######## fetch_stage ########
fetch_stage, the clock network:
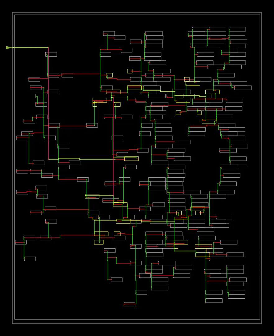

--- src/rtl/fetch_stage.sv ---
// Instruction-fetch stage: owns the PC, reads the instruction memory and queues {pc, instr} for decode.
// Latency: a word fetched in cycle N is presented on out_* in cycle N+1; sustains 1 instr/cycle.
// Backpressure: out_valid/out_ready; when the queue is full and decode stalls, the PC and imem_addr hold.
//
// Ports:
//   clk, rst                 core clock, synchronous active-high reset
//   imem_addr / imem_rdata   combinational instruction-memory read port (addr = PC)
//   redirect_valid/_pc       flush-and-redirect from execute (low two target bits are dropped)
//   out_valid/out_ready      decode handshake; out_instr/out_pc/out_pc_plus4 carry the head entry
//   misalign_err             one-cycle pulse after a redirect whose target had bits [1:0] != 0
//   fetch_count              instructions enqueued since reset (wraps)

// Generic synchronous FIFO with a flush that clears occupancy and pointers.
// Latency: pushed data is visible at the head on the cycle after the push.
// Backpressure: the caller must only push when not full, or when also popping.
module fetch_fifo #(
    parameter int W     = 64,
    parameter int DEPTH = 2
) (
    input  logic         clk,
    input  logic         rst,
    input  logic         flush,
    input  logic         push,
    input  logic [W-1:0] push_dat,
    input  logic         pop,
    output logic [W-1:0] head_dat,
    output logic         full,
    output logic         empty
);
    localparam int AW = (DEPTH > 1) ? $clog2(DEPTH) : 1;
    localparam int CW = $clog2(DEPTH) + 1;
    localparam logic [CW-1:0] FULL_CNT = CW'(DEPTH);

    logic [W-1:0]  storage [DEPTH];
    logic [AW-1:0] wr_ptr;
    logic [AW-1:0] rd_ptr;
    logic [CW-1:0] count;
    logic          push_eff;
    logic          pop_eff;

    assign empty    = (count == '0);
    assign full     = (count == FULL_CNT);
    assign pop_eff  = pop & ~empty;
    // A push into a full FIFO is only legal because the head leaves in the same cycle.
    assign push_eff = push & (~full | pop_eff);
    assign head_dat = storage[rd_ptr];

    // Storage is not reset: the top masks the head whenever the FIFO is empty.
    always_ff @(posedge clk) begin
        if (push_eff && !rst && !flush) begin
            storage[wr_ptr] <= push_dat;
        end
    end

    always_ff @(posedge clk) begin
        if (rst || flush) begin
            wr_ptr <= '0;
            rd_ptr <= '0;
            count  <= '0;
        end else begin
            if (push_eff) begin
                wr_ptr <= wr_ptr + AW'(1);
            end
            if (pop_eff) begin
                rd_ptr <= rd_ptr + AW'(1);
            end
            case ({push_eff, pop_eff})
                2'b10:   count <= count + CW'(1);
                2'b01:   count <= count - CW'(1);
                default: count <= count;
            endcase
        end
    end
endmodule

module fetch_stage #(
    parameter logic [31:0] RESET_PC = 32'h0000_0000,
    parameter int          DEPTH    = 2,
    parameter int          XLEN     = 32
) (
    input  logic            clk,
    input  logic            rst,
    output logic [XLEN-1:0] imem_addr,
    input  logic [XLEN-1:0] imem_rdata,
    input  logic            redirect_valid,
    input  logic [XLEN-1:0] redirect_pc,
    output logic            out_valid,
    input  logic            out_ready,
    output logic [XLEN-1:0] out_instr,
    output logic [XLEN-1:0] out_pc,
    output logic [XLEN-1:0] out_pc_plus4,
    output logic            misalign_err,
    output logic [31:0]     fetch_count
);
    typedef struct packed {
        logic [XLEN-1:0] pc;
        logic [XLEN-1:0] instr;
    } fetch_ent_t;

    logic [XLEN-1:0] pc;
    logic            fifo_full;
    logic            fifo_empty;
    logic            deq;
    logic            enq;
    fetch_ent_t      push_ent;
    fetch_ent_t      head_ent;

    assign imem_addr = pc;
    assign out_valid = ~fifo_empty;
    assign deq       = out_valid & out_ready;
    // A redirect squashes the word read this cycle; otherwise fetch whenever a slot is
    // free now or is being freed by decode in the same cycle.
    assign enq       = ~redirect_valid & (~fifo_full | deq);

    assign push_ent.pc    = pc;
    assign push_ent.instr = imem_rdata;

    fetch_fifo #(
        .W     ($bits(fetch_ent_t)),
        .DEPTH (DEPTH)
    ) u_fifo (
        .clk      (clk),
        .rst      (rst),
        .flush    (redirect_valid),
        .push     (enq),
        .push_dat (push_ent),
        .pop      (deq),
        .head_dat (head_ent),
        .full     (fifo_full),
        .empty    (fifo_empty)
    );

    // Head fields read as zero while empty so stale storage never leaks to decode.
    always_comb begin
        out_instr    = '0;
        out_pc       = '0;
        out_pc_plus4 = '0;
        if (out_valid) begin
            out_instr    = head_ent.instr;
            out_pc       = head_ent.pc;
            out_pc_plus4 = head_ent.pc + XLEN'(4);
        end
    end

    always_ff @(posedge clk) begin
        if (rst) begin
            pc <= XLEN'(RESET_PC);
        end else if (redirect_valid) begin
            pc <= {redirect_pc[XLEN-1:2], 2'b00};
        end else if (enq) begin
            pc <= pc + XLEN'(4);
        end
    end

    always_ff @(posedge clk) begin
        if (rst) begin
            misalign_err <= 1'b0;
        end else begin
            misalign_err <= redirect_valid & (|redirect_pc[1:0]);
        end
    end

    always_ff @(posedge clk) begin
        if (rst) begin
            fetch_count <= '0;
        end else if (enq) begin
            fetch_count <= fetch_count + 32'd1;
        end
    end
endmodule

--- config.mk ---
export PLATFORM = sky130hd
export DESIGN_NAME = fetch_stage
export DESIGN_NICKNAME = d
export VERILOG_FILES = /design/src/rtl/fetch_stage.sv
export SDC_FILE = /design/constraint.sdc
export NUM_CORES = 1
export LEC_CHECK = 0
export ABC_CLOCK_PERIOD_IN_PS = 18100
export CORE_ASPECT_RATIO = 1.25
export CORE_MARGIN = 1
export CORE_UTILIZATION = 30
export CTS_BUF_LIST = sky130_fd_sc_hd__clkbuf_4 sky130_fd_sc_hd__clkbuf_8 sky130_fd_sc_hd__clkbuf_16
export DETAILED_ROUTE_END_ITERATION = 10
export GPL_TIMING_DRIVEN = 1
export PLACE_DENSITY_LB_ADDON = 0.25
export RECOVER_POWER = 25
export SLEW_MARGIN = 20
export SYNTH_ARGS = -nofsm -noshare
export SYNTH_HDL_FRONTEND = slang
export SYNTH_HIERARCHICAL = 1
export SYNTH_SLANG_ARGS = --single-unit
--- constraint.sdc ---
create_clock -name clk -period 18.1 [get_ports clk]
set_input_delay 2.715 -clock clk [delete_from_list [all_inputs] [get_ports clk]]
set_output_delay 2.715 -clock clk [all_outputs]
set_load 0.02 [all_outputs]
######## sync_fifo_flex ########
**src/rtl/sync_fifo_flex.sv**
```systemverilog
// Single-clock FIFO with fill count, almost-full/empty thresholds, sticky error
// flags, synchronous flush, and a selectable registered or FWFT read port.
module sync_fifo_flex #(
    parameter int WIDTH    = 8,
    parameter int DEPTH    = 16,
    parameter int FWFT     = 0,
    parameter int AF_LEVEL = 14,
    parameter int AE_LEVEL = 2
) (
    input  logic                       clk,
    input  logic                       reset,
    input  logic                       flush,
    input  logic                       err_clr,
    input  logic                       wr_en,
    input  logic [WIDTH-1:0]           in,
    input  logic                       rd_en,
    output logic [WIDTH-1:0]           out,
    output logic                       full,
    output logic                       empty,
    output logic                       almost_full,
    output logic                       almost_empty,
    output logic [$clog2(DEPTH):0]     count,
    output logic                       overflow,
    output logic                       underflow
);

    localparam int AW = $clog2(DEPTH);
    localparam int CW = AW + 1;
    localparam logic [CW-1:0] DEPTH_C = CW'(DEPTH);
    localparam logic [CW-1:0] AF_C    = CW'(AF_LEVEL);
    localparam logic [CW-1:0] AE_C    = CW'(AE_LEVEL);

    logic [WIDTH-1:0] mem [DEPTH];

    logic [CW-1:0] wr_ptr_q, wr_ptr_d;
    logic [CW-1:0] rd_ptr_q, rd_ptr_d;
    logic          overflow_q, overflow_d;
    logic          underflow_q, underflow_d;
    logic          push, pop;
    logic [AW-1:0] wr_addr, rd_addr;

    assign wr_addr = wr_ptr_q[AW-1:0];
    assign rd_addr = rd_ptr_q[AW-1:0];

    // Pointer MSB disambiguates full from empty when the addresses match.
    assign count        = wr_ptr_q - rd_ptr_q;
    assign full         = (count == DEPTH_C);
    assign empty        = (count == '0);
    assign almost_full  = (count >= AF_C);
    assign almost_empty = (count <= AE_C);
    assign overflow     = overflow_q;
    assign underflow    = underflow_q;

    always_comb begin
        push        = wr_en && !full && !flush;
        pop         = rd_en && !empty && !flush;
        wr_ptr_d    = wr_ptr_q;
        rd_ptr_d    = rd_ptr_q;
        if (flush) begin
            wr_ptr_d = '0;
            rd_ptr_d = '0;
        end else begin
            if (push) wr_ptr_d = wr_ptr_q + 1'b1;
            if (pop)  rd_ptr_d = rd_ptr_q + 1'b1;
        end
        // A new error outranks a coincident clear.
        overflow_d  = (wr_en && full)  || (overflow_q  && !err_clr);
        underflow_d = (rd_en && empty) || (underflow_q && !err_clr);
    end

    always_ff @(posedge clk) begin
        if (reset) begin
            wr_ptr_q    <= '0;
            rd_ptr_q    <= '0;
            overflow_q  <= 1'b0;
            underflow_q <= 1'b0;
        end else begin
            wr_ptr_q    <= wr_ptr_d;
            rd_ptr_q    <= rd_ptr_d;
            overflow_q  <= overflow_d;
            underflow_q <= underflow_d;
        end
    end

    always_ff @(posedge clk) begin
        if (push && !reset) mem[wr_addr] <= in;
    end

    generate
        if (FWFT != 0) begin : g_fwft
            assign out = empty ? '0 : mem[rd_addr];
        end else begin : g_reg_read
            logic [WIDTH-1:0] rd_data_q, rd_data_d;

            always_comb begin
                rd_data_d = rd_data_q;
                if (pop) rd_data_d = mem[rd_addr];
            end

            always_ff @(posedge clk) begin
                if (reset) rd_data_q <= '0;
                else       rd_data_q <= rd_data_d;
            end

            assign out = rd_data_q;
        end
    endgenerate

endmodule

```
**config.mk**
```make
export PLATFORM = sky130hd
export DESIGN_NAME = sync_fifo_flex
export DESIGN_NICKNAME = d
export VERILOG_FILES = /design/src/rtl/sync_fifo_flex.sv
export SDC_FILE = /design/constraint.sdc
export NUM_CORES = 1
export LEC_CHECK = 0
export CAP_MARGIN = 30
export CORE_ASPECT_RATIO = 0.6
export CORE_UTILIZATION = 60
export DETAILED_ROUTE_END_ITERATION = 8
export DONT_BUFFER_PORTS = 1
export GPL_TIMING_DRIVEN = 0
export PLACE_DENSITY = 0.74
export REMOVE_ABC_BUFFERS = 1
export SLEW_MARGIN = 20
export SYNTH_ARGS = -nofsm -noshare
export SYNTH_HDL_FRONTEND = slang
export SYNTH_SLANG_ARGS = --single-unit
export TNS_END_PERCENT = 50
```
**constraint.sdc**
```tcl
create_clock -name clk -period 5.2 [get_ports clk]
set_clock_uncertainty 0.05 [all_clocks]
set_input_delay 1.04 -clock clk [delete_from_list [all_inputs] [get_ports clk]]
set_output_delay 1.04 -clock clk [all_outputs]
set_load 0.01 [all_outputs]
```

==> notes/layouts.md <==
Pictures saved along the way, in no particular order.

Signal wires on met3.
picture 1
Drawn at 2 px/µm. Cells faint in the background.
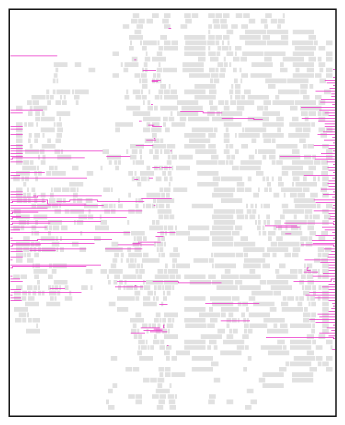
picture 2
Drawn at 4 px/µm. Cells faint in the background.
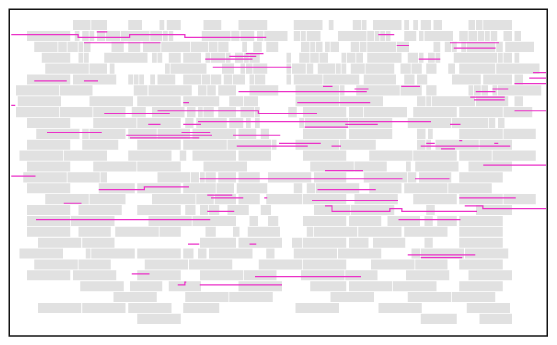
For fetch_stage, see picture 1.
For sync_fifo_flex, see picture 2.
Of these, largest die: picture 1

sync_fifo_flex, the clock network:
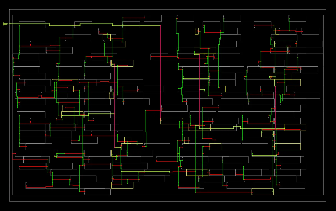
CTS buffer count: 17
clock latency on the worst-skew pair: 0.42 ns
clk pwr: 0.00118 W
# clk buffers: 23

==> results.yml, sync_fifo_flex <==
# flow metrics
outcome:
  status: "finished, final reports clean"
route:
  drc_errors: 0
  dr_wl_met2_mm: 5.87
power_and_ir_drop:
  p_switching_w: 0.000494
  powerDensity_nw_per_um2: 358
timing:
  max_freq_mhz: 207
  tns_ns: 0
yosys:
  synthFlopType: "edfxtp_1"
  logic_family: "multiplexers"
place:
  port_buffers: 0
  dp_slack_ns: 0.515
critical_path:
  required_ns: 4.11
  slowest_stage: "xor2_2"
  startpoint: "rd_ptr_q[0]"
job:
  maxCapViolations: 0
## sync_fifo_flex: flip-flops by register name, indices dropped and copies added, names as in the netlist
name,flops
rd_ptr_q,5
underflow,1
wr_ptr_q,5
overflow,1
out,8
mem,128
## sync_fifo_flex: how the worst max path moves through the flow
stage               cells after the start      endpoint  slack, ns
global placement                        8     mem[7][2]      -1.47
floorplan                               8     mem[4][0]       0.14
detailed placement                      9     mem[0][5]       0.51
CTS                                     7  almost_empty       0.25
finish                                  7  almost_empty       0.38
global route                            7  almost_empty       0.12
fetch_stage, ports around the boundary:
Drawn at 2 px/µm. Pins as bars across the die edge, other pins in grey.
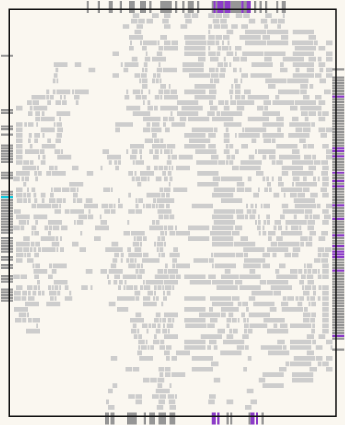
| port | colour | pins | direction | edge |
|---|---|---|---|---|
| `out_pc` | purple | 32 | output | 16 east, 10 north, 6 south |
| `out_ready` | cyan | 1 | input | west |
all pins by edge: 99 east, 51 north, 50 west, 30 south

Notes on 'the clock network' of fetch_stage above:
clock latency on the worst-skew pair: 0.44 ns
clk pwr: 0.000379 W
clk sinks: 196

==> results.yml, fetch_stage <==
# flow metrics
finish:
  largest_reg_flops: 128
timing:
  fin_hold_ws_ns: 0.509
floorplan:
  initial_utilization_pct: 30.4
  dieHeight_um: 203
outcome:
  status: "finished, final reports clean"
yosys:
  xor_area_share_pct: 2.45
  ys_chip_area_um2: 9670
  area_leaders: "edfxtp_1, dfxtp_1, mux2_2"
  netlist-cell-type-count: 61
  ys_cells: 873
clock_network:
  cts-resized-gates: 0
critical_path:
  arrival_ns: 4.26
  endpoint_kind: "primary output"
global_routing:
  grt_util_met2_pct: 26.8
  gr-usage-all-layers_pct: 16.3
  grt_pass1_wl_mm: 41.3
place:
  port_buffers: 227
route:
  dr_wl_met3_mm: 2.05
## fetch_stage: area by class of cell
class / count / area [µm²] / area share (%)
Sequential cell: 196 / 5210 / 40.4
Multi-Input combinational cell: 603 / 4130 / 32.1
Timing Repair Buffer: 235 / 2330 / 18.1
Tap cell: 412 / 515 / 4.00
Clock buffer: 17 / 425 / 3.30
Clock inverter: 15 / 164 / 1.27
Inverter: 26 / 97.6 / 0.758
Antenna cell: 1 / 2.50 / 0.0194

######## load_store_unit_flat ########
load_store_unit_flat, placed cells, one colour a class:
Drawn at 6 px/µm.
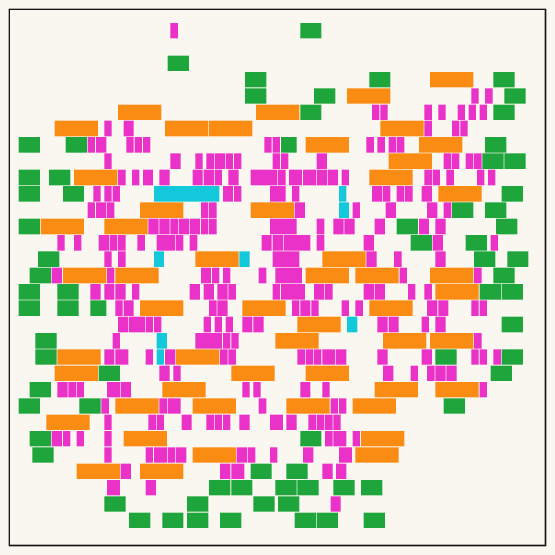

<file path="config.mk">
export PLATFORM = sky130hd
export DESIGN_NAME = load_store_unit_flat
export DESIGN_NICKNAME = d
export VERILOG_FILES = /design/src/rtl/load_store_unit_if.sv /design/src/rtl/load_store_unit.sv /design/src/flat_wrapper.sv
export SDC_FILE = /design/constraint.sdc
export NUM_CORES = 1
export LEC_CHECK = 0
export ABC_AREA = 1
export CAP_MARGIN = 20
export CORE_UTILIZATION = 30
export CTS_BUF_LIST = sky130_fd_sc_hd__clkbuf_2
export DETAILED_ROUTE_END_ITERATION = 10
export MAX_ROUTING_LAYER = met4
export REMOVE_ABC_BUFFERS = 1
export SKIP_LAST_GASP = 1
export SYNTH_ARGS = -nofsm -noshare
export SYNTH_HDL_FRONTEND = slang
export SYNTH_SLANG_ARGS = --single-unit
</file>
<file path="constraint.sdc">
create_clock -name clk -period 3.3 [get_ports clk]
set_input_delay 0.495 -clock clk [delete_from_list [all_inputs] [get_ports clk]]
set_output_delay 0.495 -clock clk [all_outputs]
set_load 0.02 [all_outputs]
</file>
<file path="src/rtl/load_store_unit_if.sv">
// -----------------------------------------------------------------------------
// load_store_unit_if
// Bundles every signal of the load/store unit except clock and reset:
// the CPU request/response handshake and the single-byte data-memory bus.
//
// Signals:
//   req_valid / req_ready   request handshake (CPU -> LSU)
//   req_we, req_word        store select, 16-bit word select
//   req_addr, req_wdata     byte address, store data
//   rsp_valid               one-cycle completion pulse (LSU -> CPU)
//   rsp_rdata, rsp_fault    load data, misalignment fault
//   mem_we, mem_addr,       memory write enable, address, write data (LSU -> mem)
//   mem_wdata
//   mem_rdata               asynchronous memory read data (mem -> LSU)
//
// Modports:
//   master  the environment around the LSU: CPU execute stage plus memory
//   slave   the load/store unit itself
// -----------------------------------------------------------------------------
interface load_store_unit_if #(
    parameter int ADDR_W = 8,
    parameter int DATA_W = 16
);
    logic              req_valid;
    logic              req_ready;
    logic              req_we;
    logic              req_word;
    logic [ADDR_W-1:0] req_addr;
    logic [DATA_W-1:0] req_wdata;
    logic              rsp_valid;
    logic [DATA_W-1:0] rsp_rdata;
    logic              rsp_fault;
    logic              mem_we;
    logic [ADDR_W-1:0] mem_addr;
    logic [7:0]        mem_wdata;
    logic [7:0]        mem_rdata;

    modport master (
        output req_valid, req_we, req_word, req_addr, req_wdata, mem_rdata,
        input  req_ready, rsp_valid, rsp_rdata, rsp_fault,
               mem_we, mem_addr, mem_wdata
    );

    modport slave (
        input  req_valid, req_we, req_word, req_addr, req_wdata, mem_rdata,
        output req_ready, rsp_valid, rsp_rdata, rsp_fault,
               mem_we, mem_addr, mem_wdata
    );
endinterface

</file>
<file path="src/rtl/load_store_unit.sv">
// -----------------------------------------------------------------------------
// load_store_unit
// Turns byte / 16-bit word load-store requests from the execute stage into one
// or two single-byte accesses on a 256x8 memory (sync write, async read) and
// returns a one-cycle completion pulse carrying the load data.
// Words are little-endian: low byte at addr, high byte at addr+1 (mod 256).
//
// Ports:
//   clk      clock
//   rst_n    synchronous, active-low reset
//   lsu      load_store_unit_if.slave: request/response handshake + memory bus
//
// Build option:
//   LSU_ALIGN_CHECK_EN  when defined, a word request with an odd address is
//                       answered the next cycle with rsp_fault=1 and performs
//                       no memory access. When undefined rsp_fault is 0 and
//                       odd word addresses are accessed normally.
//
// State  | meaning
// -------+--------------------------------------------------------------
// IDLE   | ready for a request; captures it on valid
// LO     | access byte at addr (low byte of a word)
// HI     | access byte at addr+1 (high byte of a word)
// RESP   | rsp_valid pulse with assembled load data
// -----------------------------------------------------------------------------
module load_store_unit #(
    parameter int ADDR_W = 8,
    parameter int DATA_W = 16
) (
    input  logic              clk,
    input  logic              rst_n,
    load_store_unit_if.slave  lsu
);

    typedef enum logic [1:0] {
        S_IDLE = 2'd0,
        S_LO   = 2'd1,
        S_HI   = 2'd2,
        S_RESP = 2'd3
    } state_t;

    state_t            r_state;
    state_t            w_state_nxt;

    logic              r_we;
    logic              r_word;
    logic [ADDR_W-1:0] r_addr;
    logic [DATA_W-1:0] r_wdata;
    logic [7:0]        r_rdata_lo;
    logic [7:0]        r_rdata_hi;
    logic [ADDR_W-1:0] r_mem_addr;
    logic [7:0]        r_mem_wdata;

    logic              w_accept;
    logic              w_misaligned;
    logic              w_fault;
    logic              w_req_ready;
    logic              w_rsp_valid;
    logic [DATA_W-1:0] w_rsp_rdata;
    logic              w_mem_we;
    logic [ADDR_W-1:0] w_mem_addr_nxt;
    logic [7:0]        w_mem_wdata_nxt;

    assign w_accept = (r_state == S_IDLE) && lsu.req_valid;

`ifdef LSU_ALIGN_CHECK_EN
    logic r_fault;

    assign w_misaligned = lsu.req_word && lsu.req_addr[0];
    assign w_fault      = r_fault;

    always_ff @(posedge clk) begin
        if (!rst_n) begin
            r_fault <= 1'b0;
        end else if (w_accept) begin
            r_fault <= w_misaligned;
        end
    end
`else
    assign w_misaligned = 1'b0;
    assign w_fault      = 1'b0;
`endif

    always_ff @(posedge clk) begin
        if (!rst_n) begin
            r_state <= S_IDLE;
        end else begin
            r_state <= w_state_nxt;
        end
    end

    always_comb begin
        w_state_nxt     = r_state;
        w_req_ready     = 1'b0;
        w_rsp_valid     = 1'b0;
        w_rsp_rdata     = '0;
        w_mem_we        = 1'b0;
        w_mem_addr_nxt  = r_mem_addr;
        w_mem_wdata_nxt = r_mem_wdata;
        case (r_state)
            S_IDLE: begin
                w_req_ready = 1'b1;
                if (w_accept) begin
                    if (w_misaligned) begin
                        w_state_nxt = S_RESP;
                    end else begin
                        // Memory bus is registered, so present the low byte
                        // for the LO cycle as the request is accepted.
                        w_state_nxt     = S_LO;
                        w_mem_addr_nxt  = lsu.req_addr;
                        w_mem_wdata_nxt = lsu.req_wdata[7:0];
                    end
                end
            end
            S_LO: begin
                w_mem_we = r_we;
                if (r_word) begin
                    w_state_nxt     = S_HI;
                    w_mem_addr_nxt  = r_addr + ADDR_W'(1);
                    w_mem_wdata_nxt = r_wdata[15:8];
                end else begin
                    w_state_nxt = S_RESP;
                end
            end
            S_HI: begin
                w_mem_we    = r_we;
                w_state_nxt = S_RESP;
            end
            S_RESP: begin
                w_rsp_valid = 1'b1;
                if (!r_we && !w_fault) begin
                    w_rsp_rdata = r_word ? {r_rdata_hi, r_rdata_lo}
                                         : {8'h00, r_rdata_lo};
                end
                w_state_nxt = S_IDLE;
            end
            default: begin
                w_state_nxt = S_IDLE;
            end
        endcase
    end

    always_ff @(posedge clk) begin
        if (!rst_n) begin
            r_we        <= 1'b0;
            r_word      <= 1'b0;
            r_addr      <= '0;
            r_wdata     <= '0;
            r_rdata_lo  <= '0;
            r_rdata_hi  <= '0;
            r_mem_addr  <= '0;
            r_mem_wdata <= '0;
        end else begin
            if (w_accept) begin
                r_we    <= lsu.req_we;
                r_word  <= lsu.req_word;
                r_addr  <= lsu.req_addr;
                r_wdata <= lsu.req_wdata;
            end
            if (r_state == S_LO && !r_we) begin
                r_rdata_lo <= lsu.mem_rdata;
            end
            if (r_state == S_HI && !r_we) begin
                r_rdata_hi <= lsu.mem_rdata;
            end
            r_mem_addr  <= w_mem_addr_nxt;
            r_mem_wdata <= w_mem_wdata_nxt;
        end
    end

    assign lsu.req_ready = w_req_ready;
    assign lsu.rsp_valid = w_rsp_valid;
    assign lsu.rsp_rdata = w_rsp_rdata;
    assign lsu.rsp_fault = w_rsp_valid & w_fault;
    assign lsu.mem_we    = w_mem_we;
    assign lsu.mem_addr  = r_mem_addr;
    assign lsu.mem_wdata = r_mem_wdata;

endmodule

</file>
<file path="src/flat_wrapper.sv">
// flat-port wrapper written by rule: the top's interface ports become plain ports
module load_store_unit_flat 
#(
    parameter int ADDR_W = 8,
    parameter int DATA_W = 16
)
  (clk, rst_n, lsu_req_valid, lsu_req_we, lsu_req_word, lsu_req_addr, lsu_req_wdata, lsu_mem_rdata, lsu_req_ready, lsu_rsp_valid, lsu_rsp_rdata, lsu_rsp_fault, lsu_mem_we, lsu_mem_addr, lsu_mem_wdata);
  load_store_unit_if #(.ADDR_W(ADDR_W), .DATA_W(DATA_W)) lsu_i ();
  input  logic clk;
  input  logic rst_n;
  input wire logic [$bits(lsu_i.req_valid)-1:0] lsu_req_valid;
  input wire logic [$bits(lsu_i.req_we)-1:0] lsu_req_we;
  input wire logic [$bits(lsu_i.req_word)-1:0] lsu_req_word;
  input wire logic [$bits(lsu_i.req_addr)-1:0] lsu_req_addr;
  input wire logic [$bits(lsu_i.req_wdata)-1:0] lsu_req_wdata;
  input wire logic [$bits(lsu_i.mem_rdata)-1:0] lsu_mem_rdata;
  output wire logic [$bits(lsu_i.req_ready)-1:0] lsu_req_ready;
  output wire logic [$bits(lsu_i.rsp_valid)-1:0] lsu_rsp_valid;
  output wire logic [$bits(lsu_i.rsp_rdata)-1:0] lsu_rsp_rdata;
  output wire logic [$bits(lsu_i.rsp_fault)-1:0] lsu_rsp_fault;
  output wire logic [$bits(lsu_i.mem_we)-1:0] lsu_mem_we;
  output wire logic [$bits(lsu_i.mem_addr)-1:0] lsu_mem_addr;
  output wire logic [$bits(lsu_i.mem_wdata)-1:0] lsu_mem_wdata;
  assign lsu_i.req_valid = lsu_req_valid;
  assign lsu_i.req_we = lsu_req_we;
  assign lsu_i.req_word = lsu_req_word;
  assign lsu_i.req_addr = lsu_req_addr;
  assign lsu_i.req_wdata = lsu_req_wdata;
  assign lsu_i.mem_rdata = lsu_mem_rdata;
  assign lsu_req_ready = lsu_i.req_ready;
  assign lsu_rsp_valid = lsu_i.rsp_valid;
  assign lsu_rsp_rdata = lsu_i.rsp_rdata;
  assign lsu_rsp_fault = lsu_i.rsp_fault;
  assign lsu_mem_we = lsu_i.mem_we;
  assign lsu_mem_addr = lsu_i.mem_addr;
  assign lsu_mem_wdata = lsu_i.mem_wdata;
  load_store_unit #(.ADDR_W(ADDR_W), .DATA_W(DATA_W)) u_core (.clk(clk), .rst_n(rst_n), .lsu(lsu_i));
endmodule
</file>
######## clk_switch_ctrl ########
<file path="src/rtl/clk_switch_ctrl.sv">
// clk_switch_ctrl: drives the BUFGMUX select through a quiesce handshake,
// a settle delay and timeout supervision, on the free-running reference clock.
module clk_switch_ctrl #(
    parameter int unsigned SETTLE_CYCLES = 16,
    parameter int unsigned HOLD_TIMEOUT  = 255,
    parameter int unsigned CNT_W         = 8,
    parameter logic        RESET_SEL     = 1'b0
) (
    input  logic clk,
    input  logic rst_n,
    input  logic req_valid,
    input  logic req_sel,
    input  logic hold_ack,
    output logic sel,
    output logic hold_req,
    output logic busy,
    output logic done,
    output logic timeout_err
);

    typedef enum logic [2:0] {
        S_IDLE,
        S_HOLD,
        S_SWITCH,
        S_SETTLE,
        S_RELEASE
    } state_e;

    localparam logic [CNT_W-1:0] SETTLE_LD = CNT_W'(SETTLE_CYCLES);
    localparam logic [CNT_W-1:0] TMO_LD    = CNT_W'(HOLD_TIMEOUT);
    localparam logic [CNT_W-1:0] CNT_ONE   = CNT_W'(1);

    state_e           state_q, state_d;
    logic [CNT_W-1:0] cnt_q, cnt_d;
    logic             sel_q, sel_d;
    logic             hold_q, hold_d;
    logic             busy_q, busy_d;
    logic             done_q, done_d;
    logic             terr_q, terr_d;
    logic             pend_q, pend_d;
    logic             pend_sel_q, pend_sel_d;
    logic             tgt_q, tgt_d;
    logic             start;
    logic             start_sel;
    logic             cnt_last;

    // Counter hits zero on this edge once it has decremented down to one.
    assign cnt_last  = (cnt_q <= CNT_ONE);
    assign start     = req_valid | pend_q;
    assign start_sel = req_valid ? req_sel : pend_sel_q;

    always_comb begin
        state_d    = state_q;
        cnt_d      = cnt_q;
        sel_d      = sel_q;
        hold_d     = hold_q;
        done_d     = 1'b0;
        terr_d     = terr_q;
        pend_d     = pend_q;
        pend_sel_d = pend_sel_q;
        tgt_d      = tgt_q;

        if (req_valid && (state_q != S_IDLE)) begin
            pend_d     = 1'b1;
            pend_sel_d = req_sel;
        end

        unique case (state_q)
            S_IDLE: begin
                if (start) begin
                    pend_d = 1'b0;
                    terr_d = 1'b0;
                    if (start_sel != sel_q) begin
                        state_d = S_HOLD;
                        hold_d  = 1'b1;
                        cnt_d   = TMO_LD;
                        tgt_d   = start_sel;
                    end else begin
                        done_d = 1'b1;
                    end
                end
            end
            S_HOLD: begin
                if (hold_ack) begin
                    state_d = S_SWITCH;
                end else if (cnt_last) begin
                    hold_d  = 1'b0;
                    terr_d  = 1'b1;
                    cnt_d   = '0;
                    state_d = S_IDLE;
                end else begin
                    cnt_d = cnt_q - CNT_ONE;
                end
            end
            S_SWITCH: begin
                sel_d   = tgt_q;
                cnt_d   = SETTLE_LD;
                state_d = S_SETTLE;
            end
            S_SETTLE: begin
                if (cnt_last) begin
                    hold_d  = 1'b0;
                    cnt_d   = TMO_LD;
                    state_d = S_RELEASE;
                end else begin
                    cnt_d = cnt_q - CNT_ONE;
                end
            end
            S_RELEASE: begin
                // The switch already happened, so a stuck ack still completes.
                if (!hold_ack) begin
                    done_d  = 1'b1;
                    cnt_d   = '0;
                    state_d = S_IDLE;
                end else if (cnt_last) begin
                    done_d  = 1'b1;
                    terr_d  = 1'b1;
                    cnt_d   = '0;
                    state_d = S_IDLE;
                end else begin
                    cnt_d = cnt_q - CNT_ONE;
                end
            end
            default: begin
                state_d = S_IDLE;
                hold_d  = 1'b0;
            end
        endcase

        busy_d = (state_d != S_IDLE) | pend_d;
    end

    always_ff @(posedge clk) begin
        if (!rst_n) begin
            state_q    <= S_IDLE;
            cnt_q      <= '0;
            sel_q      <= RESET_SEL;
            hold_q     <= 1'b0;
            busy_q     <= 1'b0;
            done_q     <= 1'b0;
            terr_q     <= 1'b0;
            pend_q     <= 1'b0;
            pend_sel_q <= 1'b0;
            tgt_q      <= RESET_SEL;
        end else begin
            state_q    <= state_d;
            cnt_q      <= cnt_d;
            sel_q      <= sel_d;
            hold_q     <= hold_d;
            busy_q     <= busy_d;
            done_q     <= done_d;
            terr_q     <= terr_d;
            pend_q     <= pend_d;
            pend_sel_q <= pend_sel_d;
            tgt_q      <= tgt_d;
        end
    end

    assign sel         = sel_q;
    assign hold_req    = hold_q;
    assign busy        = busy_q;
    assign done        = done_q;
    assign timeout_err = terr_q;

endmodule
</file>
<file path="config.mk">
export PLATFORM = sky130hd
export DESIGN_NAME = clk_switch_ctrl
export DESIGN_NICKNAME = d
export VERILOG_FILES = /design/src/rtl/clk_switch_ctrl.sv
export SDC_FILE = /design/constraint.sdc
export NUM_CORES = 1
export LEC_CHECK = 0
export CAP_MARGIN = 5
export CORE_ASPECT_RATIO = 1.2
export CORE_MARGIN = 3
export CORE_UTILIZATION = 50
export DETAILED_ROUTE_END_ITERATION = 8
export PLACE_DENSITY = 0.73
export SYNTH_ARGS = -nofsm -noshare
export SYNTH_HDL_FRONTEND = slang
export SYNTH_SLANG_ARGS = --single-unit
</file>
<file path="constraint.sdc">
create_clock -name clk -period 2.36 [get_ports clk]
set_input_delay 0.472 -clock clk [delete_from_list [all_inputs] [get_ports clk]]
set_output_delay 0.472 -clock clk [all_outputs]
set_load 0.05 [all_outputs]
</file>
######## ofdm_frame_sequencer ########
**src/rtl/ofdm_frame_sequencer.sv**
```systemverilog
// ofdm_frame_sequencer
//   Steps one OFDM frame through PREAMBLE -> FCH -> DATA -> GAP and back to
//   IDLE, counting accepted samples per section and data symbols per frame.
//
// Ports
//   i_clk              : clock, all logic on the rising edge
//   i_reset_n          : asynchronous active-low reset
//   i_start            : frame request, honoured only in IDLE
//   i_data_frame_size  : data symbols in the requested frame
//   i_ready            : downstream takes one sample this cycle
//   i_abort            : drop the current frame immediately
//   o_preamble_frame   : high while in PREAMBLE
//   o_fch_frame        : high while in FCH
//   o_data_frame       : high while in DATA
//   o_sample_cnt       : accepted-sample index in the section (cycle index in GAP)
//   o_symbol_cnt       : data symbol index, 0 outside DATA
//   o_frame_size       : data symbol count latched at frame start
//   o_busy             : high in any state but IDLE
//   o_done             : one-cycle pulse on normal frame completion
module ofdm_frame_sequencer #(
  parameter int unsigned PREAMBLE_LEN = 320,
  parameter int unsigned FCH_LEN      = 80,
  parameter int unsigned SYMBOL_LEN   = 80,
  parameter int unsigned GAP_LEN      = 16
) (
  input  logic        i_clk,
  input  logic        i_reset_n,
  input  logic        i_start,
  input  logic [7:0]  i_data_frame_size,
  input  logic        i_ready,
  input  logic        i_abort,
  output logic        o_preamble_frame,
  output logic        o_fch_frame,
  output logic        o_data_frame,
  output logic [15:0] o_sample_cnt,
  output logic [7:0]  o_symbol_cnt,
  output logic [7:0]  o_frame_size,
  output logic        o_busy,
  output logic        o_done
);

  localparam logic [2:0] ST_IDLE     = 3'd0;
  localparam logic [2:0] ST_PREAMBLE = 3'd1;
  localparam logic [2:0] ST_FCH      = 3'd2;
  localparam logic [2:0] ST_DATA     = 3'd3;
  localparam logic [2:0] ST_GAP      = 3'd4;

  localparam logic [15:0] PRE_LAST = 16'(PREAMBLE_LEN - 1);
  localparam logic [15:0] FCH_LAST = 16'(FCH_LEN - 1);
  localparam logic [15:0] SYM_LAST = 16'(SYMBOL_LEN - 1);
  localparam logic [15:0] GAP_LAST = 16'((GAP_LEN == 0) ? 0 : GAP_LEN - 1);

  // With no guard interval the last payload sample finishes the frame directly.
  localparam logic       NO_GAP     = (GAP_LEN == 0);
  localparam logic [2:0] ST_PAYLOAD_END = NO_GAP ? ST_IDLE : ST_GAP;

  logic [1:0]  run_sync_reg;
  logic [2:0]  state_reg, state_next;
  logic [15:0] sample_cnt_reg, sample_cnt_next;
  logic [7:0]  symbol_cnt_reg, symbol_cnt_next;
  logic [7:0]  frame_size_reg, frame_size_next;
  logic        done_reg, done_next;
  logic        preamble_reg, fch_reg, data_reg, busy_reg;

  // Reset is released into the FSM through two flops; until the second one
  // sets, i_start is ignored, so a start coinciding with (or racing) the
  // release edge can never launch a frame.
  always_ff @(posedge i_clk or negedge i_reset_n) begin
    if (!i_reset_n) begin
      run_sync_reg <= 2'b00;
    end else begin
      run_sync_reg <= {run_sync_reg[0], 1'b1};
    end
  end

  always_comb begin
    state_next      = state_reg;
    sample_cnt_next = sample_cnt_reg;
    symbol_cnt_next = symbol_cnt_reg;
    frame_size_next = frame_size_reg;
    done_next       = 1'b0;

    if (state_reg != ST_IDLE && i_abort) begin
      // Abort takes priority over any section end in the same cycle.
      state_next      = ST_IDLE;
      sample_cnt_next = '0;
      symbol_cnt_next = '0;
    end else begin
      case (state_reg)
        ST_IDLE: begin
          sample_cnt_next = '0;
          symbol_cnt_next = '0;
          if (run_sync_reg[1] && i_start && !i_abort) begin
            state_next      = ST_PREAMBLE;
            frame_size_next = i_data_frame_size;
          end
        end
        ST_PREAMBLE: begin
          if (i_ready) begin
            if (sample_cnt_reg == PRE_LAST) begin
              sample_cnt_next = '0;
              state_next      = ST_FCH;
            end else begin
              sample_cnt_next = sample_cnt_reg + 16'd1;
            end
          end
        end
        ST_FCH: begin
          if (i_ready) begin
            if (sample_cnt_reg == FCH_LAST) begin
              sample_cnt_next = '0;
              if (frame_size_reg != 8'd0) begin
                state_next = ST_DATA;
              end else begin
                state_next = ST_PAYLOAD_END;
                done_next  = NO_GAP;
              end
            end else begin
              sample_cnt_next = sample_cnt_reg + 16'd1;
            end
          end
        end
        ST_DATA: begin
          if (i_ready) begin
            if (sample_cnt_reg == SYM_LAST) begin
              sample_cnt_next = '0;
              if (symbol_cnt_reg == frame_size_reg - 8'd1) begin
                symbol_cnt_next = '0;
                state_next      = ST_PAYLOAD_END;
                done_next       = NO_GAP;
              end else begin
                symbol_cnt_next = symbol_cnt_reg + 8'd1;
              end
            end else begin
              sample_cnt_next = sample_cnt_reg + 16'd1;
            end
          end
        end
        ST_GAP: begin
          // Guard counts clock cycles, not accepted samples.
          if (sample_cnt_reg == GAP_LAST) begin
            sample_cnt_next = '0;
            state_next      = ST_IDLE;
            done_next       = 1'b1;
          end else begin
            sample_cnt_next = sample_cnt_reg + 16'd1;
          end
        end
        default: begin
          state_next      = ST_IDLE;
          sample_cnt_next = '0;
          symbol_cnt_next = '0;
        end
      endcase
    end
  end

  // Strobes and busy are decoded from the next state so they are flops that
  // line up exactly with state_reg.
  always_ff @(posedge i_clk or negedge i_reset_n) begin
    if (!i_reset_n) begin
      state_reg      <= ST_IDLE;
      sample_cnt_reg <= '0;
      symbol_cnt_reg <= '0;
      frame_size_reg <= '0;
      done_reg       <= 1'b0;
      preamble_reg   <= 1'b0;
      fch_reg        <= 1'b0;
      data_reg       <= 1'b0;
      busy_reg       <= 1'b0;
    end else begin
      state_reg      <= state_next;
      sample_cnt_reg <= sample_cnt_next;
      symbol_cnt_reg <= symbol_cnt_next;
      frame_size_reg <= frame_size_next;
      done_reg       <= done_next;
      preamble_reg   <= (state_next == ST_PREAMBLE);
      fch_reg        <= (state_next == ST_FCH);
      data_reg       <= (state_next == ST_DATA);
      busy_reg       <= (state_next != ST_IDLE);
    end
  end

  assign o_preamble_frame = preamble_reg;
  assign o_fch_frame      = fch_reg;
  assign o_data_frame     = data_reg;
  assign o_sample_cnt     = sample_cnt_reg;
  assign o_symbol_cnt     = symbol_cnt_reg;
  assign o_frame_size     = frame_size_reg;
  assign o_busy           = busy_reg;
  assign o_done           = done_reg;

endmodule

```
**config.mk**
```make
export PLATFORM = sky130hd
export DESIGN_NAME = ofdm_frame_sequencer
export DESIGN_NICKNAME = d
export VERILOG_FILES = /design/src/rtl/ofdm_frame_sequencer.sv
export SDC_FILE = /design/constraint.sdc
export NUM_CORES = 1
export LEC_CHECK = 0
export CAP_MARGIN = 0
export CORE_MARGIN = 1
export CORE_UTILIZATION = 51
export DETAILED_ROUTE_END_ITERATION = 7
export HOLD_SLACK_MARGIN = 0.12
export PLACE_DENSITY = 0.79
export SLEW_MARGIN = 20
export SYNTH_ARGS = -nofsm -noshare
export SYNTH_HDL_FRONTEND = slang
export SYNTH_SLANG_ARGS = --single-unit
```
**constraint.sdc**
```tcl
create_clock -name i_clk -period 2.39 [get_ports i_clk]
set_clock_uncertainty 0.05 [all_clocks]
set_input_delay 0.478 -clock i_clk [delete_from_list [all_inputs] [get_ports i_clk]]
set_output_delay 0.478 -clock i_clk [all_outputs]
set_load 0.01 [all_outputs]
```
######## led_pattern_gen ########
<file path="config.mk">
export PLATFORM = sky130hd
export DESIGN_NAME = led_pattern_gen
export DESIGN_NICKNAME = d
export VERILOG_FILES = /design/src/rtl/led_pattern_gen.sv
export SDC_FILE = /design/constraint.sdc
export NUM_CORES = 1
export LEC_CHECK = 0
export CAP_MARGIN = 20
export CELL_PAD_IN_SITES_DETAIL_PLACEMENT = 0
export CELL_PAD_IN_SITES_GLOBAL_PLACEMENT = 1
export CORE_MARGIN = 2
export CORE_UTILIZATION = 40
export DETAILED_ROUTE_END_ITERATION = 8
export GPL_TIMING_DRIVEN = 0
export PLACE_DENSITY_LB_ADDON = 0.1
export SLEW_MARGIN = 40
export SYNTH_ARGS = -nofsm -noshare
export SYNTH_HDL_FRONTEND = slang
export SYNTH_SLANG_ARGS = --single-unit
</file>
<file path="constraint.sdc">
create_clock -name clk -period 2.6 [get_ports clk]
set_clock_uncertainty 0.2 [all_clocks]
set_input_delay 0.78 -clock clk [delete_from_list [all_inputs] [get_ports clk]]
set_output_delay 0.78 -clock clk [all_outputs]
set_load 0.02 [all_outputs]
</file>
<file path="src/rtl/led_pattern_gen.sv">
// rtl/led_pattern_gen.sv - multi-channel status LED driver (OFF/ON/BLINK/BREATHE, optional burst via LED_BURST_EN)
module led_pattern_gen #(
    parameter int CHANNELS      = 4,
    parameter int PRESCALE_BITS = 16,
    parameter int PHASE_BITS    = 8,
    parameter int PWM_BITS      = 6,
    parameter int BURST_COUNT   = 3,
    parameter int BURST_TICKS   = 4
) (
    input  logic                  clk,
    input  logic                  reset_n,
    input  logic [2*CHANNELS-1:0] mode,
    input  logic [CHANNELS-1:0]   trig,
    output logic [CHANNELS-1:0]   led,
    output logic [CHANNELS-1:0]   busy
);

    logic [PRESCALE_BITS-1:0] presc;
    logic [PHASE_BITS-1:0]    phase;
    logic                     tick;

    assign tick = (presc == {PRESCALE_BITS{1'b1}});

    always_ff @(posedge clk) begin
        if (!reset_n) begin
            presc <= '0;
            phase <= '0;
        end else begin
            presc <= presc + 1'b1;
            if (tick) begin
                phase <= phase + 1'b1;
            end
        end
    end

    // Triangle-wave duty: ramps up in the first half of the phase cycle, down in the second.
    logic [PWM_BITS-1:0] ramp;
    logic [PWM_BITS-1:0] duty;
    logic                breathe_on;

    assign ramp       = phase[PHASE_BITS-2 -: PWM_BITS];
    assign duty       = phase[PHASE_BITS-1] ? ~ramp : ramp;
    assign breathe_on = (presc[PWM_BITS-1:0] < duty);

    logic [CHANNELS-1:0] mode_led;

    always_comb begin
        mode_led = '0;
        for (int i = 0; i < CHANNELS; i++) begin
            case (mode[2*i +: 2])
                2'b00:   mode_led[i] = 1'b0;
                2'b01:   mode_led[i] = 1'b1;
                2'b10:   mode_led[i] = phase[PHASE_BITS-1];
                default: mode_led[i] = breathe_on;
            endcase
        end
    end

    logic [CHANNELS-1:0] burst_drive;

`ifdef LED_BURST_EN
    localparam int TW = (BURST_TICKS > 1) ? $clog2(BURST_TICKS) : 1;
    localparam int FW = (BURST_COUNT > 1) ? $clog2(BURST_COUNT) : 1;
    localparam logic [TW-1:0] T_LAST = TW'(BURST_TICKS - 1);
    localparam logic [FW-1:0] F_LAST = FW'(BURST_COUNT - 1);

    typedef enum logic [1:0] {
        B_IDLE = 2'd0,
        B_ON   = 2'd1,
        B_OFF  = 2'd2
    } bstate_t;

    for (genvar g = 0; g < CHANNELS; g++) begin : g_burst
        bstate_t         state, state_nx;
        logic [TW-1:0]   tcnt, tcnt_nx;
        logic [FW-1:0]   fcnt, fcnt_nx;

        always_ff @(posedge clk) begin
            if (!reset_n) begin
                state <= B_IDLE;
                tcnt  <= '0;
                fcnt  <= '0;
            end else begin
                state <= state_nx;
                tcnt  <= tcnt_nx;
                fcnt  <= fcnt_nx;
            end
        end

        // A trigger always restarts the burst, even on the final off-phase tick.
        always_comb begin
            state_nx = state;
            tcnt_nx  = tcnt;
            fcnt_nx  = fcnt;
            if (trig[g]) begin
                state_nx = B_ON;
                tcnt_nx  = '0;
                fcnt_nx  = '0;
            end else begin
                case (state)
                    B_ON: begin
                        if (tick) begin
                            if (tcnt == T_LAST) begin
                                state_nx = B_OFF;
                                tcnt_nx  = '0;
                            end else begin
                                tcnt_nx = tcnt + 1'b1;
                            end
                        end
                    end
                    B_OFF: begin
                        if (tick) begin
                            if (tcnt == T_LAST) begin
                                tcnt_nx = '0;
                                if (fcnt == F_LAST) begin
                                    state_nx = B_IDLE;
                                end else begin
                                    fcnt_nx  = fcnt + 1'b1;
                                    state_nx = B_ON;
                                end
                            end else begin
                                tcnt_nx = tcnt + 1'b1;
                            end
                        end
                    end
                    default: ;
                endcase
            end
        end

        assign busy[g]        = (state != B_IDLE);
        assign burst_drive[g] = (state == B_ON);
    end
`else
    logic unused_trig;

    assign unused_trig = ^trig;
    assign busy        = '0;
    assign burst_drive = '0;
`endif

    always_ff @(posedge clk) begin
        if (!reset_n) begin
            led <= '0;
        end else begin
            for (int i = 0; i < CHANNELS; i++) begin
                led[i] <= busy[i] ? burst_drive[i] : mode_led[i];
            end
        end
    end

endmodule

</file>
clk_switch_ctrl, wiring heat map:
Drawn at 4 px/µm. 10 x 12 tiles, from dark purple (low) to yellow (high), scaled to the fullest tile. Values are wire area over tile area, all layers added.
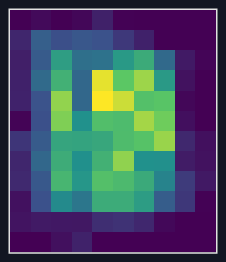
tiles over half the peak: 29%
densest ninth of the die: centre
fullest tile: 0.55
nearly empty tiles: 23%
mean over tiles: 0.17
gr usage total: 22.6%
drt wl/cell: 15.4 µm
Via Count: 1291
Routed WL: 3.20 mm

==> results.yml, clk_switch_ctrl <==
# flow metrics
finish:
  final_cell_mix: "dfxtp_1, nor2_1, a21oi_1, nand2_1, buf_4"
  num-nonclk-inverters: 9
  final-comb-area_um2: 779
  clkbuf_count: 4
  antenna_cells: 0
power_and_ir_drop:
  finalPower_w: 0.00109
  internal_power_w: 0.000641
  swShare_pct: 41.0
  p_leak_nw: 0.521
  comb-power_w: 0.000498
  seq-power_w: 0.000420
yosys:
  ys_chip_area_um2: 1240
  syn_area_um2: 1240
  synthMuxAreaShare_pct: 2.82
route:
  antenna_left: 0
  via_per_inst: 6.24
floorplan:
  dieHeight_um: 60.6
clock_network:
  clk_pin_slew_worst_paths_ns: 0.11
outcome:
  status: "finished, final reports clean"
critical_path:
  crit_buf_inv: 1
  worstSetupEndpoint: "cnt_q[5]"
  crit_fanout: 8
  r2r_start: "cnt_q[0]"
global_routing:
  grt-ovfl-total: 0
worst_hold_path:
  hold_path_depth: 2
clk_switch_ctrl: registers in the layout, indices dropped and copies added, names as in the netlist:
signal       count
cnt_q            8
state_q          3
busy             1
done             1
hold_req         1
pend_q           1
pend_sel_q       1
sel              1
tgt_q            1
timeout_err      1
clk_switch_ctrl: per-layer routing:
layer / global-route usage, % / wire length, µm
met5: 0 / 0
met4: 12.7 / 121
met3: 3.93 / 126
met2: 41.1 / 1610
met1: 24.8 / 1340
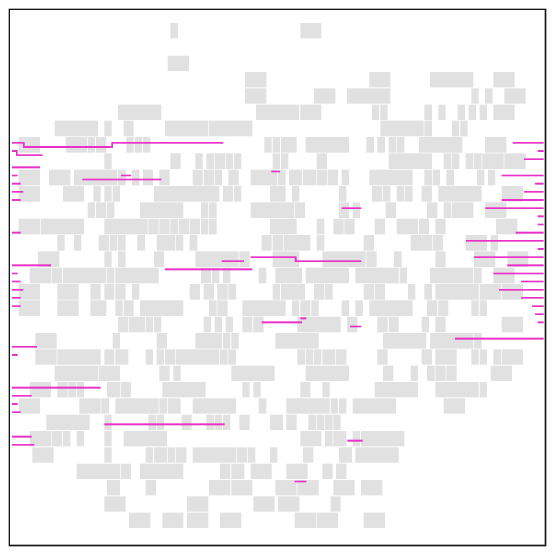
load_store_unit_flat: signal wires on met3
Drawn at 6 px/µm. Cells faint in the background.
longest straight run: 19.8 µm
wire length on this layer: 293 µm
nets with wire on the layer: 52
main direction: horizontal

load_store_unit_flat, ports around the boundary:
Drawn at 4 px/µm. Pins as bars across the die edge, other pins in grey.
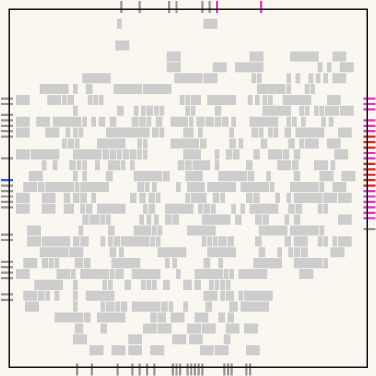
| port | colour | pins | direction | edge |
|---|---|---|---|---|
| `lsu_mem_we` | blue | 1 | output | west |
| `lsu_rsp_rdata` | magenta | 16 | output | 14 east, 2 north |
| `lsu_mem_rdata` | red | 8 | input | east |

## Picture notes: 'placed cells, one colour a class' of load_store_unit_flat
| class | colour | cells | share of their area |
|---|---|---|---|
| clock drivers and dummy loads | cyan | 8 | 2.1% |
| remaining buffers and delay cells | green | 73 | 24% |
| registers | orange | 52 | 35% |
| remaining logic cells | magenta | 252 | 39% |
Seq area share: 33.5%
row count: 31

==> results.yml, load_store_unit_flat <==
# flow metrics
yosys:
  top_cells_by_count: "nor2_1, nand2_1, dfxtp_1"
  adder_share_pct: 3.30
  ys_sh_aoi_pct: 19.5
finish:
  buf_share_pct: 23.4
  layout.cells.most_common: "clkdlybuf4s50_1"
  logic_gates: 224
  drive_above_1_share_pct: 3.38
  num-fill-cells: 780
global_routing:
  gr-usage-all-layers_pct: 16.2
critical_path:
  cpPeakStageDelay_ns: 0.65
  path_class: "reg -> out"
  r2r_cells: 7
  endpoint_kind: "primary output"
  required_ns: 2.80
outcome:
  status: "finished, final reports clean"
clock_network:
  cts_sinks: 52
  cts-buffers-inserted: 5
power_and_ir_drop:
  p_leak_nw: 1.18
timing:
  worst_slew_pin_slew_ns: 0.860
route:
  vias: 2233
## load_store_unit_flat: power by group
group / total [W] / switching (W) / internal [W]
Sequential: 0.000980 / 0.000127 / 0.000853
Clock: 0.000319 / 0.000196 / 0.000123
Combinational: 0.00119 / 0.000735 / 0.000453
## load_store_unit_flat: tightest hold or removal path, stage by stage (launching register included)
cell,delay (ns)
dfxtp_1,0.35
inv_1,0.06
a21oi_1,0.05
## load_store_unit_flat: routing by layer
metal  wire length [µm]  share of wire, %  vias up
met5                  0                 0        -
met4                 91               1.6        0
met3                293               5.0        9
met2               2690                46       65
met1               2770                47     1003
li1                   -                 -     1156
led_pattern_gen, placed cells, one colour a class:
Drawn at 10 px/µm.
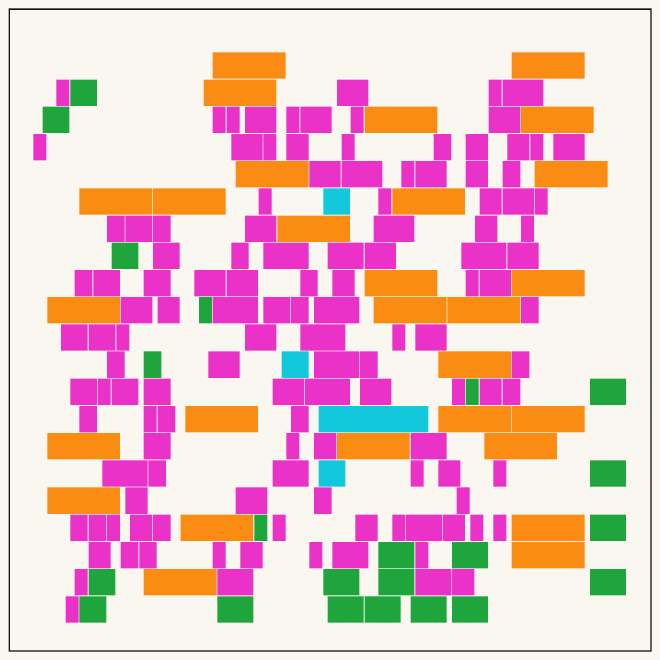
| class | colour | cells | share of their area |
|---|---|---|---|
| clock drivers and dummy loads | cyan | 4 | 3.2% |
| remaining logic cells | magenta | 127 | 51% |
| remaining buffers and delay cells | green | 22 | 11% |
| registers | orange | 28 | 34% |

==> results.yml, led_pattern_gen <==
# flow metrics
clock_network:
  post_cts_buffers: 0
  cts_tree: "yes"
global_routing:
  grt_util_met2_pct: 27.0
place:
  place_area_um2: 1640
outcome:
  status: "finished, final reports clean"
yosys:
  ys_sh_aoi_pct: 10.1
  synthFlopType: "dfxtp_1"
finish:
  final_cell_mix: "dfxtp_1, nor2_1, clkdlybuf4s50_1, xor2_1"
  n_all_buffers: 22
critical_path:
  r2r_start: "phase[7]"
  path_class: "reg -> reg"
timing:
  worst_slew_pin_slew_ns: 0.523
  finalCriticalPeriod_ns: 2.32
  hold_violations: 0
route:
  drt-wirelength-per-cell_um: 12.3
  drc_errors: 0
  highest_layer: "met4"
worst_hold_path:
  worstHoldStart: "phase[0]"
power_and_ir_drop:
  irDropWorstVdd_uv: 250
  seq-power_w: 0.000445
floorplan:
  chipArea_um2: 4100
## led_pattern_gen: critical path: stages (launching register included)
cell and delay [ns]:
dfxtp_1 0.38, buf_1 0.43, xnor2_1 0.14, ha_1 0.31, a21o_1 0.19, a21oi_1 0.36
a31oi_1 0.16, nor2_1 0.11
## led_pattern_gen: state kept, by name (all words and copies together) (netlist names)
| register | flops |
|---|---|
| led | 4 |
| phase | 8 |
| presc | 16 |
ofdm_frame_sequencer, placed cells, one colour a class:
Drawn at 8 px/µm.
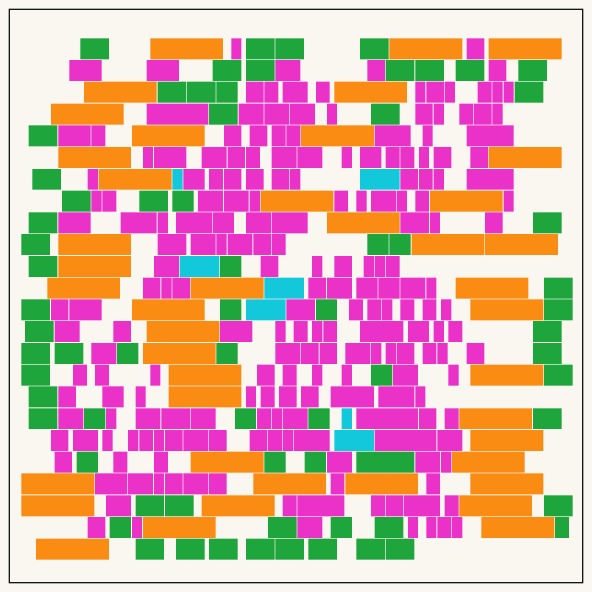
| class | colour | cells | share of their area |
|---|---|---|---|
| registers | orange | 42 | 33% |
| remaining buffers and delay cells | green | 69 | 20% |
| clock drivers and dummy loads | cyan | 7 | 2.4% |
| remaining logic cells | magenta | 208 | 44% |
final instance area: 3240 µm²
core area: 4500 µm²
Seq area share: 32.4%
Layout Utilization: 72.0%
row count: 24

==> results.yml, ofdm_frame_sequencer <==
# flow metrics
outcome:
  status: "finished, final reports clean"
clock_network:
  post_cts_buffers: 0
route:
  dr_wl_met3_um: 235
  drt-wirelength-per-cell_um: 15.1
  dr_wl_met2_mm: 2.62
  first_pass_iters: 4
  drc_errors: 0
  drt-met1-wl_mm: 2.79
  drt_iter0_markers: 202
  vias: 2211
yosys:
  synth_sequential_area_ratio_pct: 42.7
  ys.flops: 42
finish:
  comb-cell-share_pct: 42.0
  seqCellArea_um2: 1050
power_and_ir_drop:
  seq-power_w: 0.000952
  p_clk_w: 0.000424
  power_leader: "registers"
critical_path:
  startpoint: "o_sample_cnt[10]"
  arrival_ns: 2.39
  worstSetupEndpoint: "o_sample_cnt[4]"
  required_ns: 2.50
timing:
  rsz0062_at_grt: "no"
place:
  hpwl_mm: 4.32
==> ofdm_frame_sequencer: cells by family (layout without fill, tap and decap cells) <==
logic type	count (synthesis)	in the layout	share of synthesized area (%)
AOI/OAI and AO/OA	51	51	15.1
xor gates and xnor gates	20	20	7.11
adders and majority gates	4	4	2.03
buffers and inverters	15	86	2.79
DFF	42	42	42.7
muxes	6	6	2.74
other	1	1	0.152
and+or+nand+nor	116	116	27.3

## Gallery

The clock network.
panel A
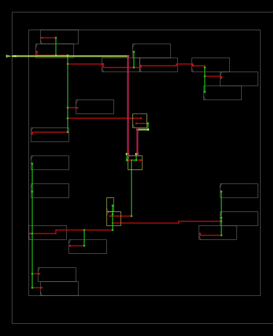
panel B
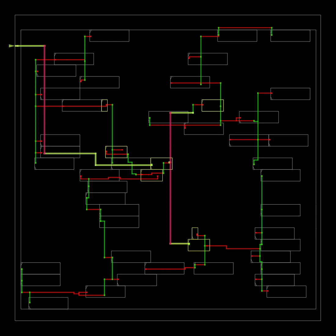
panel C
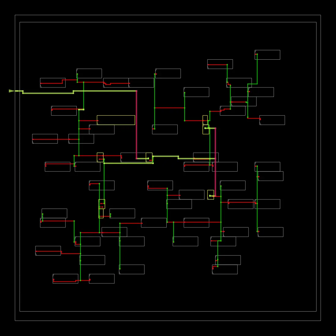
The one with the fewest sequential cells is panel A.
| picture | from |
|---|---|
| panel C | load_store_unit_flat |
| panel B | ofdm_frame_sequencer |
| panel A | clk_switch_ctrl |



## Gallery

Close-up of the layout.
(a)
Region (76, 31) to (126, 81) µm. Cells in grey, sequential cells in the stronger grey; small squares are vias.
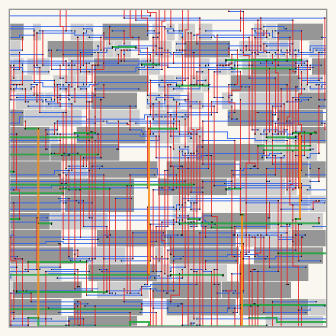
(b)
Region (39, 39) to (89, 89) µm. Cells in grey, sequential cells in the stronger grey; small squares are vias.
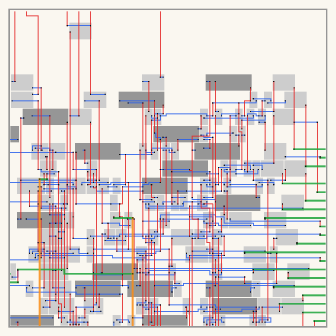
(c)
Region (97, 127) to (147, 177) µm. Cells in grey, sequential cells in the stronger grey; small squares are vias.
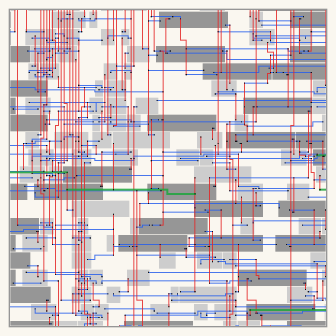
fetch_stage is (c).
sync_fifo_flex is (a).
load_store_unit_flat is (b).


==> screenshots <==
Ports around the boundary.
shot_01.png
Drawn at 4 px/µm. Pins as bars across the die edge, other pins in grey.
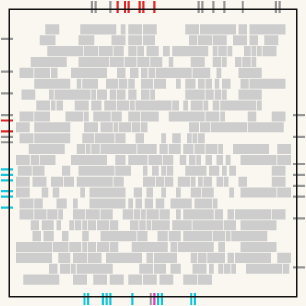
shot_02.png
Drawn at 6 px/µm. Pins as bars across the die edge, other pins in grey.
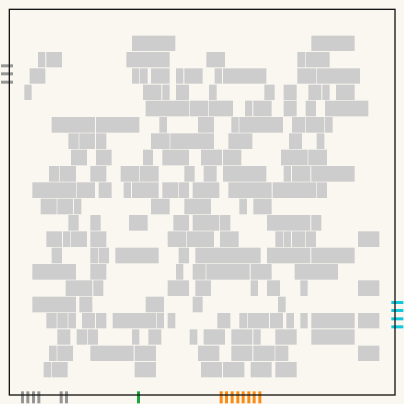
shot_03.png
Drawn at 4 px/µm. Pins as bars across the die edge, other pins in grey.
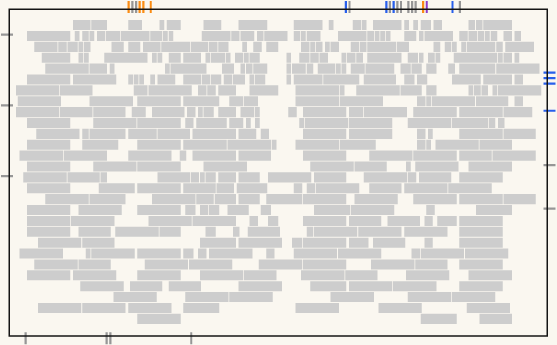
ofdm_frame_sequencer: shot_01.png
led_pattern_gen: shot_02.png
sync_fifo_flex: shot_03.png

Key to shot_03.png:
| port | colour | pins | direction | edge |
|---|---|---|---|---|
| `count` | orange | 5 | output | north |
| `full` | purple | 1 | output | north |
| `out` | blue | 8 | output | 4 east, 4 north |
all pins by edge: 20 north, 6 east, 4 south, 3 west

Power and IR drop assume default switching activity.
